# ---- updown_counter_mod ----
==> src/rtl/counter_pkg.sv <==
// Shared constants and helpers for the up/down counter family.
package counter_pkg;

    localparam logic DIR_UP    = 1'b1;
    localparam logic DIR_DOWN  = 1'b0;
    localparam logic MODE_WRAP = 1'b0;
    localparam logic MODE_SAT  = 1'b1;

    // Bits needed to hold 0..v-1; never less than 1 so a register is always declarable.
    function automatic int unsigned cnt_clog2(input int unsigned v);
        int unsigned r;
        r = 1;
        while ((64'd1 << r) < 64'(v)) r++;
        return r;
    endfunction

endpackage

==> src/rtl/counter_tick_gen.sv <==
// Free-running divider: one-cycle tick every DIV clk cycles, first tick on the DIV-th edge
// after reset release.
module counter_tick_gen
    import counter_pkg::*;
#(
    parameter int unsigned DIV = 4
) (
    input  logic clk,
    input  logic reset,
    output logic tick
);

    localparam int unsigned     LP_W    = cnt_clog2(DIV);
    localparam logic [LP_W-1:0] LP_LAST = LP_W'(DIV - 1);
    localparam logic [LP_W-1:0] LP_ONE  = LP_W'(1);

    logic [LP_W-1:0] r_div;

    always_ff @(posedge clk) begin
        if (reset) begin
            r_div <= '0;
        end else if (r_div == LP_LAST) begin
            r_div <= '0;
        end else begin
            r_div <= r_div + LP_ONE;
        end
    end

    assign tick = (r_div == LP_LAST);

endmodule

==> src/rtl/updown_counter_mod.sv <==
// Parametrised up/down counter with modulus, load, wrap/saturate, tc pulse and sticky flag.
// Define PRESCALER_EN to gate stepping with a tick every PRESCALE_DIV clk cycles.
module updown_counter_mod
    import counter_pkg::*;
#(
    parameter int unsigned     WIDTH        = 4,
    parameter longint unsigned MOD_MAX      = (64'd1 << WIDTH) - 64'd1,
    parameter int unsigned     PRESCALE_DIV = 100000000
) (
    input  logic             clk,
    input  logic             reset,
    input  logic             en,
    input  logic             up_down_sw,
    input  logic             sat_mode,
    input  logic             load,
    input  logic [WIDTH-1:0] load_data,
    input  logic             clr_flags,
    output logic [WIDTH-1:0] count,
    output logic             tc,
    output logic             ovf_sticky
);

    localparam logic [WIDTH-1:0] LP_MAX = MOD_MAX[WIDTH-1:0];
    localparam logic [WIDTH-1:0] LP_ONE = WIDTH'(1);

    if (WIDTH < 2 || WIDTH > 32) begin : g_bad_width
        $error("updown_counter_mod: WIDTH out of range");
    end
    if (MOD_MAX > (64'd1 << WIDTH) - 64'd1) begin : g_bad_mod
        $error("updown_counter_mod: MOD_MAX does not fit WIDTH");
    end
    if (PRESCALE_DIV < 2) begin : g_bad_div
        $error("updown_counter_mod: PRESCALE_DIV must be >= 2");
    end

    logic             w_tick;
    logic             w_step;
    logic             w_at_bound;
    logic [WIDTH-1:0] w_next;
    logic [WIDTH-1:0] r_count;
    logic             r_tc;
    logic             r_ovf;

`ifdef PRESCALER_EN
    counter_tick_gen #(
        .DIV (PRESCALE_DIV)
    ) u_tick_gen (
        .clk   (clk),
        .reset (reset),
        .tick  (w_tick)
    );
`else
    assign w_tick = 1'b1;
`endif

    assign w_step = en & w_tick;

    // Bound is relative to the current direction; wrap targets come from MOD_MAX, not overflow.
    always_comb begin
        w_at_bound = 1'b0;
        w_next     = r_count;
        if (up_down_sw == DIR_UP) begin
            w_at_bound = (r_count == LP_MAX);
            if (!w_at_bound) begin
                w_next = r_count + LP_ONE;
            end else if (sat_mode == MODE_WRAP) begin
                w_next = '0;
            end
        end else begin
            w_at_bound = (r_count == '0);
            if (!w_at_bound) begin
                w_next = r_count - LP_ONE;
            end else if (sat_mode == MODE_WRAP) begin
                w_next = LP_MAX;
            end
        end
    end

    always_ff @(posedge clk) begin
        if (reset) begin
            r_count <= '0;
            r_tc    <= 1'b0;
            r_ovf   <= 1'b0;
        end else if (load) begin
            r_count <= (load_data > LP_MAX) ? LP_MAX : load_data;
            r_tc    <= 1'b0;
            if (clr_flags) r_ovf <= 1'b0;
        end else if (w_step) begin
            r_count <= w_next;
            r_tc    <= w_at_bound;
            // A boundary event on the same edge as clr_flags leaves the flag set.
            if (w_at_bound)     r_ovf <= 1'b1;
            else if (clr_flags) r_ovf <= 1'b0;
        end else begin
            r_tc <= 1'b0;
            if (clr_flags) r_ovf <= 1'b0;
        end
    end

    assign count      = r_count;
    assign tc         = r_tc;
    assign ovf_sticky = r_ovf;

endmodule

==> config.mk <==
export PLATFORM = sky130hd
export DESIGN_NAME = updown_counter_mod
export DESIGN_NICKNAME = d
export VERILOG_FILES = /design/src/rtl/counter_pkg.sv /design/src/rtl/counter_tick_gen.sv /design/src/rtl/updown_counter_mod.sv
export SDC_FILE = /design/constraint.sdc
export NUM_CORES = 1
export LEC_CHECK = 0
export CAP_MARGIN = 30
export CORE_AREA = 2 2 39 41
export CTS_BUF_LIST = sky130_fd_sc_hd__clkbuf_4 sky130_fd_sc_hd__clkbuf_8
export DETAILED_ROUTE_END_ITERATION = 16
export DIE_AREA = 0 0 41 43
export PLACE_DENSITY = 0.67
export SYNTH_ARGS = -nofsm -noshare
export SYNTH_HDL_FRONTEND = slang
export SYNTH_HIERARCHICAL = 1
export SYNTH_SLANG_ARGS = --single-unit
export TNS_END_PERCENT = 1
==> constraint.sdc <==
create_clock -name clk -period 1.55 [get_ports clk]
set_input_delay 0.155 -clock clk [delete_from_list [all_inputs] [get_ports clk]]
set_output_delay 0.155 -clock clk [all_outputs]
set_load 0.005 [all_outputs]
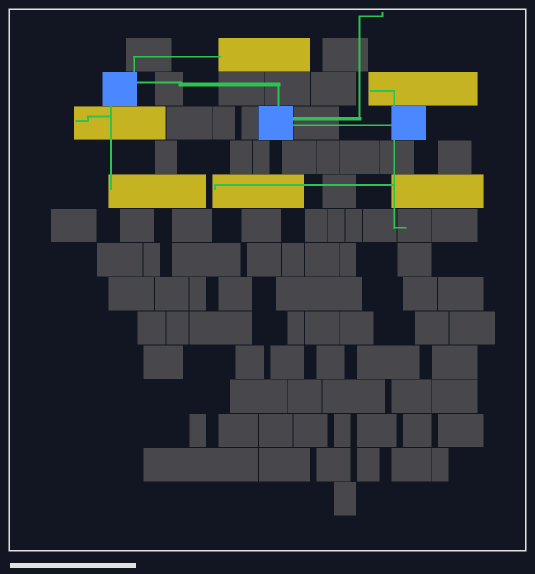
*Routed clock nets over the placement, updown_counter_mod*
Bar = 10 um.
legend:
  flip-flops:
    color: yellow
    count: 6
  clock-net drivers:
    color: blue
    count: 3
  clock wires:
    color: green
    length: 95.2 um
routed clock nets: 4

==> reports/results.tsv <==
stage	metric	value	unit
run_status	status	finished, violations left	
run_status	violated checks	setup timing	
layout	Nets	101	
detailed_routing	antenna-violating nets left	0	
sta	RSZ-0062 raised after global routing	true	
min_path	HP Start	ovf_sticky	
yosys	Async S/R FF share, synth	0	%
sta	hold slack	0.4673	ns
critical_path	slowest CP cell	or4b_4	
layout	nonclk buf count	31	
layout	most common logic cell in the routed design	clkdlybuf4s50_1	
detailed_routing	met2 WL post-DR	608	um
yosys	Mux area share	6.944	%
sta	relative slew slack	83.72	%
place	worst slack, placed	-0.2788	ns
clock_tree	CTS tree	yes	
place	number of port buffers	16	
yosys	flip-flops with a built-in enable	0	
clock_tree	clk buf depth	2	
clock_tree	CTS Root Cell	clkbuf_4	
sta	final setup vio count	4	
sta	Final WS setup	-0.1568	ns
grt	largest net degree at the start of global routing	11	
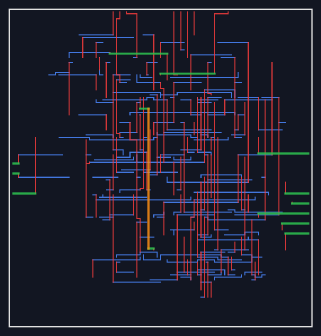
*Signal wires by layer, updown_counter_mod*
legend:
  M1:
    color: blue
    wire_length: 543 um
  M4:
    color: orange
    wire_length: 19.0 um
  M3:
    color: green
    wire_length: 47.0 um
  M2:
    color: red
    wire_length: 609 um

## flip-flops by register name (all words and copies together) (netlist names)
name,flops
ovf_sticky,1
tc,1
count,4
## worst reg2reg max path, stage by stage, from the launching register on
cell	delay (ns)
dfxtp_4	0.36
inv_4	0.06
ha_4	0.12
or4b_4	0.48
a21boi_4	0.21
mux2i_2	0.10
a2111oi_2	0.27
## worst paths after layout
path	endpoint	slack, ns	cells past startpoint
hold reg to reg	ovf_sticky	0.47	2
setup / recovery	count[2]	-0.16	6
hold / removal	ovf_sticky	0.47	2
setup reg to reg	count[2]	-0.16	6

# ---- mem_arbiter_flat ----
### Routed clock nets over the placement, mem_arbiter_flat

Bar = 20 um.
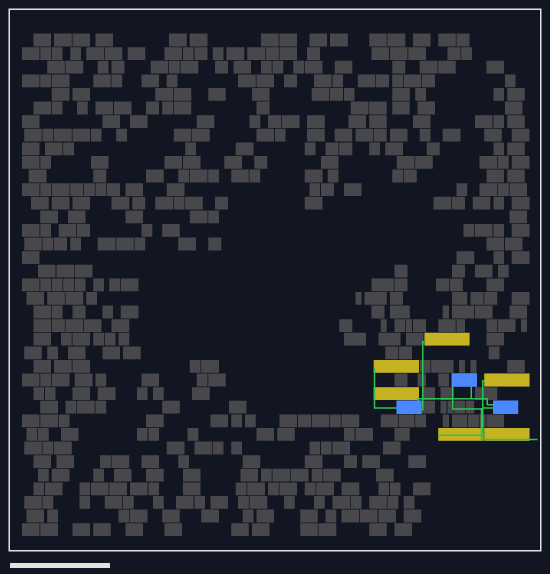
### Clock wiring as the flow saved it, mem_arbiter_flat

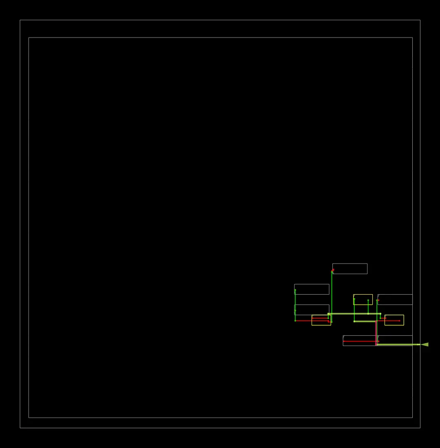
File: config.mk
export PLATFORM = sky130hd
export DESIGN_NAME = mem_arbiter_flat
export DESIGN_NICKNAME = d
export VERILOG_FILES = /design/src/rtl/mem_arbiter_if.sv /design/src/rtl/mem_arbiter.sv /design/src/flat_wrapper.sv
export SDC_FILE = /design/constraint.sdc
export NUM_CORES = 1
export LEC_CHECK = 0
export CORE_AREA = 2 2 104 106
export DETAILED_ROUTE_END_ITERATION = 10
export DIE_AREA = 0 0 106 108
export MAX_ROUTING_LAYER = met4
export PLACE_DENSITY_LB_ADDON = 0.12
export SETUP_SLACK_MARGIN = 0.15
export SLEW_MARGIN = 0
export SYNTH_ARGS = -nofsm -noshare
export SYNTH_HDL_FRONTEND = slang
export SYNTH_SLANG_ARGS = --single-unit
export TNS_END_PERCENT = 5
File: constraint.sdc
create_clock -name CLK -period 4.13 [get_ports CLK]
set_clock_uncertainty 0.2 [all_clocks]
set_input_delay 0.413 -clock CLK [delete_from_list [all_inputs] [get_ports CLK]]
set_output_delay 0.413 -clock CLK [all_outputs]
set_load 0.05 [all_outputs]
File: src/rtl/mem_arbiter_if.sv
// Cache-side and RAM-side signal bundle of the memory arbiter.
// The arbiter takes the slave view; whatever drives the caches and the RAM takes the master view.
interface mem_arbiter_if;
    logic        iREN;
    logic [31:0] iaddr;
    logic        iwait;
    logic [31:0] iload;
    logic        dREN;
    logic        dWEN;
    logic [31:0] daddr;
    logic [31:0] dstore;
    logic        dwait;
    logic [31:0] dload;
    logic        ramREN;
    logic        ramWEN;
    logic [31:0] ramaddr;
    logic [31:0] ramstore;
    logic [31:0] ramload;
    logic [1:0]  ramstate;

    modport slave (
        input  iREN, iaddr, dREN, dWEN, daddr, dstore, ramload, ramstate,
        output iwait, iload, dwait, dload, ramREN, ramWEN, ramaddr, ramstore
    );

    modport master (
        output iREN, iaddr, dREN, dWEN, daddr, dstore, ramload, ramstate,
        input  iwait, iload, dwait, dload, ramREN, ramWEN, ramaddr, ramstore
    );
endinterface

File: src/rtl/mem_arbiter.sv
// Arbiter that puts icache reads and dcache reads/writes onto one RAM port, one grant at a time.
// Data is preferred, but only for a bounded streak, so instruction fetch always makes progress.
module mem_arbiter #(
    parameter int STARVE_MAX = 4
) (
    input  logic         CLK,
    input  logic         RST,
    mem_arbiter_if.slave bus
);
    typedef enum logic [1:0] {IDLE, IGRANT, DGRANT} state_t;

    localparam logic [1:0] ACCESS     = 2'd2;
    localparam logic [3:0] STREAK_LIM = 4'(STARVE_MAX);

    state_t      state;
    state_t      state_next;
    logic [3:0]  streak;
    logic [3:0]  streak_next;
    logic        d_req;

    function automatic logic [3:0] sat_inc(input logic [3:0] v);
        return (v >= STREAK_LIM) ? STREAK_LIM : v + 4'd1;
    endfunction

    assign d_req = bus.dREN | bus.dWEN;

    always_ff @(posedge CLK or posedge RST) begin
        if (RST) begin
            state  <= IDLE;
            streak <= '0;
        end else begin
            state  <= state_next;
            streak <= streak_next;
        end
    end

    // Every output is decoded from the registered state and the live inputs.
    always_comb begin
        state_next   = state;
        streak_next  = streak;
        bus.iwait    = 1'b1;
        bus.dwait    = 1'b1;
        bus.iload    = '0;
        bus.dload    = '0;
        bus.ramREN   = 1'b0;
        bus.ramWEN   = 1'b0;
        bus.ramaddr  = '0;
        bus.ramstore = '0;

        case (state)
            IDLE: begin
                if (d_req && (streak < STREAK_LIM || !bus.iREN)) begin
                    state_next = DGRANT;
                end else if (bus.iREN) begin
                    state_next = IGRANT;
                end
            end

            IGRANT: begin
                if (!bus.iREN) begin
                    state_next = IDLE;
                end else begin
                    bus.ramREN  = 1'b1;
                    bus.ramaddr = bus.iaddr;
                    if (bus.ramstate == ACCESS) begin
                        bus.iwait   = 1'b0;
                        bus.iload   = bus.ramload;
                        state_next  = IDLE;
                        streak_next = '0;
                    end
                end
            end

            DGRANT: begin
                // A withdrawn request releases the RAM without completing and leaves streak alone.
                if (!d_req) begin
                    state_next = IDLE;
                end else begin
                    bus.ramaddr  = bus.daddr;
                    bus.ramstore = bus.dstore;
                    if (bus.dWEN) begin
                        bus.ramWEN = 1'b1;
                    end else begin
                        bus.ramREN = 1'b1;
                    end
                    if (bus.ramstate == ACCESS) begin
                        bus.dwait   = 1'b0;
                        bus.dload   = bus.ramload;
                        state_next  = IDLE;
                        streak_next = bus.iREN ? sat_inc(streak) : 4'd0;
                    end
                end
            end

            default: state_next = IDLE;
        endcase
    end
endmodule

File: src/flat_wrapper.sv
// flat-port wrapper written by rule: the top's interface ports become plain ports
module mem_arbiter_flat 
#(
    parameter int STARVE_MAX = 4
)
  (CLK, RST, bus_iREN, bus_iaddr, bus_dREN, bus_dWEN, bus_daddr, bus_dstore, bus_ramload, bus_ramstate, bus_iwait, bus_iload, bus_dwait, bus_dload, bus_ramREN, bus_ramWEN, bus_ramaddr, bus_ramstore);
  mem_arbiter_if bus_i ();
  input  logic CLK;
  input  logic RST;
  input wire logic [$bits(bus_i.iREN)-1:0] bus_iREN;
  input wire logic [$bits(bus_i.iaddr)-1:0] bus_iaddr;
  input wire logic [$bits(bus_i.dREN)-1:0] bus_dREN;
  input wire logic [$bits(bus_i.dWEN)-1:0] bus_dWEN;
  input wire logic [$bits(bus_i.daddr)-1:0] bus_daddr;
  input wire logic [$bits(bus_i.dstore)-1:0] bus_dstore;
  input wire logic [$bits(bus_i.ramload)-1:0] bus_ramload;
  input wire logic [$bits(bus_i.ramstate)-1:0] bus_ramstate;
  output wire logic [$bits(bus_i.iwait)-1:0] bus_iwait;
  output wire logic [$bits(bus_i.iload)-1:0] bus_iload;
  output wire logic [$bits(bus_i.dwait)-1:0] bus_dwait;
  output wire logic [$bits(bus_i.dload)-1:0] bus_dload;
  output wire logic [$bits(bus_i.ramREN)-1:0] bus_ramREN;
  output wire logic [$bits(bus_i.ramWEN)-1:0] bus_ramWEN;
  output wire logic [$bits(bus_i.ramaddr)-1:0] bus_ramaddr;
  output wire logic [$bits(bus_i.ramstore)-1:0] bus_ramstore;
  assign bus_i.iREN = bus_iREN;
  assign bus_i.iaddr = bus_iaddr;
  assign bus_i.dREN = bus_dREN;
  assign bus_i.dWEN = bus_dWEN;
  assign bus_i.daddr = bus_daddr;
  assign bus_i.dstore = bus_dstore;
  assign bus_i.ramload = bus_ramload;
  assign bus_i.ramstate = bus_ramstate;
  assign bus_iwait = bus_i.iwait;
  assign bus_iload = bus_i.iload;
  assign bus_dwait = bus_i.dwait;
  assign bus_dload = bus_i.dload;
  assign bus_ramREN = bus_i.ramREN;
  assign bus_ramWEN = bus_i.ramWEN;
  assign bus_ramaddr = bus_i.ramaddr;
  assign bus_ramstore = bus_i.ramstore;
  mem_arbiter #(.STARVE_MAX(STARVE_MAX)) u_core (.CLK(CLK), .RST(RST), .bus(bus_i));
endmodule
==> reports/results.tsv <==
stage	metric	value	unit
floorplanning	number of tapcells	136	
layout	Nets	630	
layout	flip-flops	6	
critical_path	CP endpoint	bus_ramaddr[24]	
pwr	Tot Pwr	1791	uW
critical_path	CP delay by family, top	buffers and inverters	
layout	Finished Cell Area	4446	sq um
layout	Non-clock inverters	7	
layout	dominant kind of cell	buffers	
yosys	Syn. warnings	0	
place	worst slack, placed	0.7296	ns
detailed_routing	Routed WL	9.928	mm
sta	relative slew slack	61.54	%
floorplanning	Core Region	10230	sq um
floorplanning	Die H	108	um
sta	Hold Violations, Final	0	
critical_path	RR Startpoint	u_core.state[0]	
pwr	Top pwr grp	combinational logic	
pwr	Seq pwr share	5.1	%
run_status	status	finished clean	
yosys	flip-flops with a built-in enable	0	
detailed_routing	metal1 wirelength	3.907	mm
layout	Largest Register	u_core.streak	
grt	first-pass GRT wire length	13.91	mm
yosys	chip area in the Yosys report	1670	sq um
About 'Routed clock nets over the placement' of mem_arbiter_flat:
legend:
  clock wires:
    color: green
    length: 113 um
  clock-net drivers:
    color: blue
    count: 3
  flip-flops:
    color: yellow
    count: 6
routed clock nets: 4

About 'Clock wiring as the flow saved it' of mem_arbiter_flat:
CTS sink count: 6
worst skew pair latency: 0.22 ns

==> logic make-up (layout without fill, tap and decap cells) <==
family | Yosys count | in the layout | synth area share, %
compound gates | 46 | 46 | 21.05
fa+ha+maj | 5 | 5 | 3.745
buf+inv | 36 | 282 | 9.738
flops | 6 | 6 | 8.989
mux | 1 | 1 | 0.5993
simple gates | 148 | 148 | 55.88
==> metrics by stage <==
stage          hold WS, ns  instances
2_1_floorplan     0.003959        242
3_3_place_gp        0.3140        621
3_5_place_dp        0.3206        621
4_1_cts             0.2333        624
5_1_grt             0.2521        624
6_report            0.2221        624


## Gallery

Selected gate families.
(a)
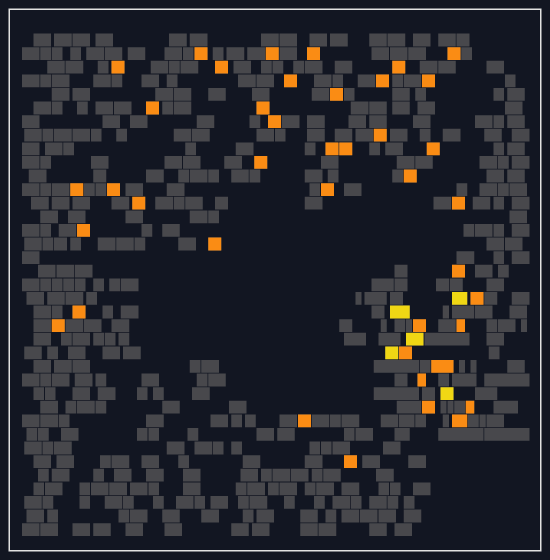
(b)
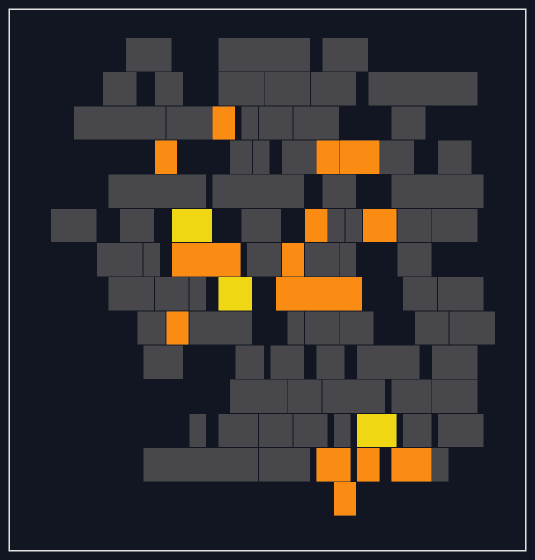
mem_arbiter_flat is (a).
updown_counter_mod is (b).

Key to (b):
legend:
  non-inverting ao/oa cells:
    color: yellow
    cells: 3
  aoi and oai cells:
    color: orange
    cells: 14

No activity file was given, so power comes from the tool's default toggle rates.
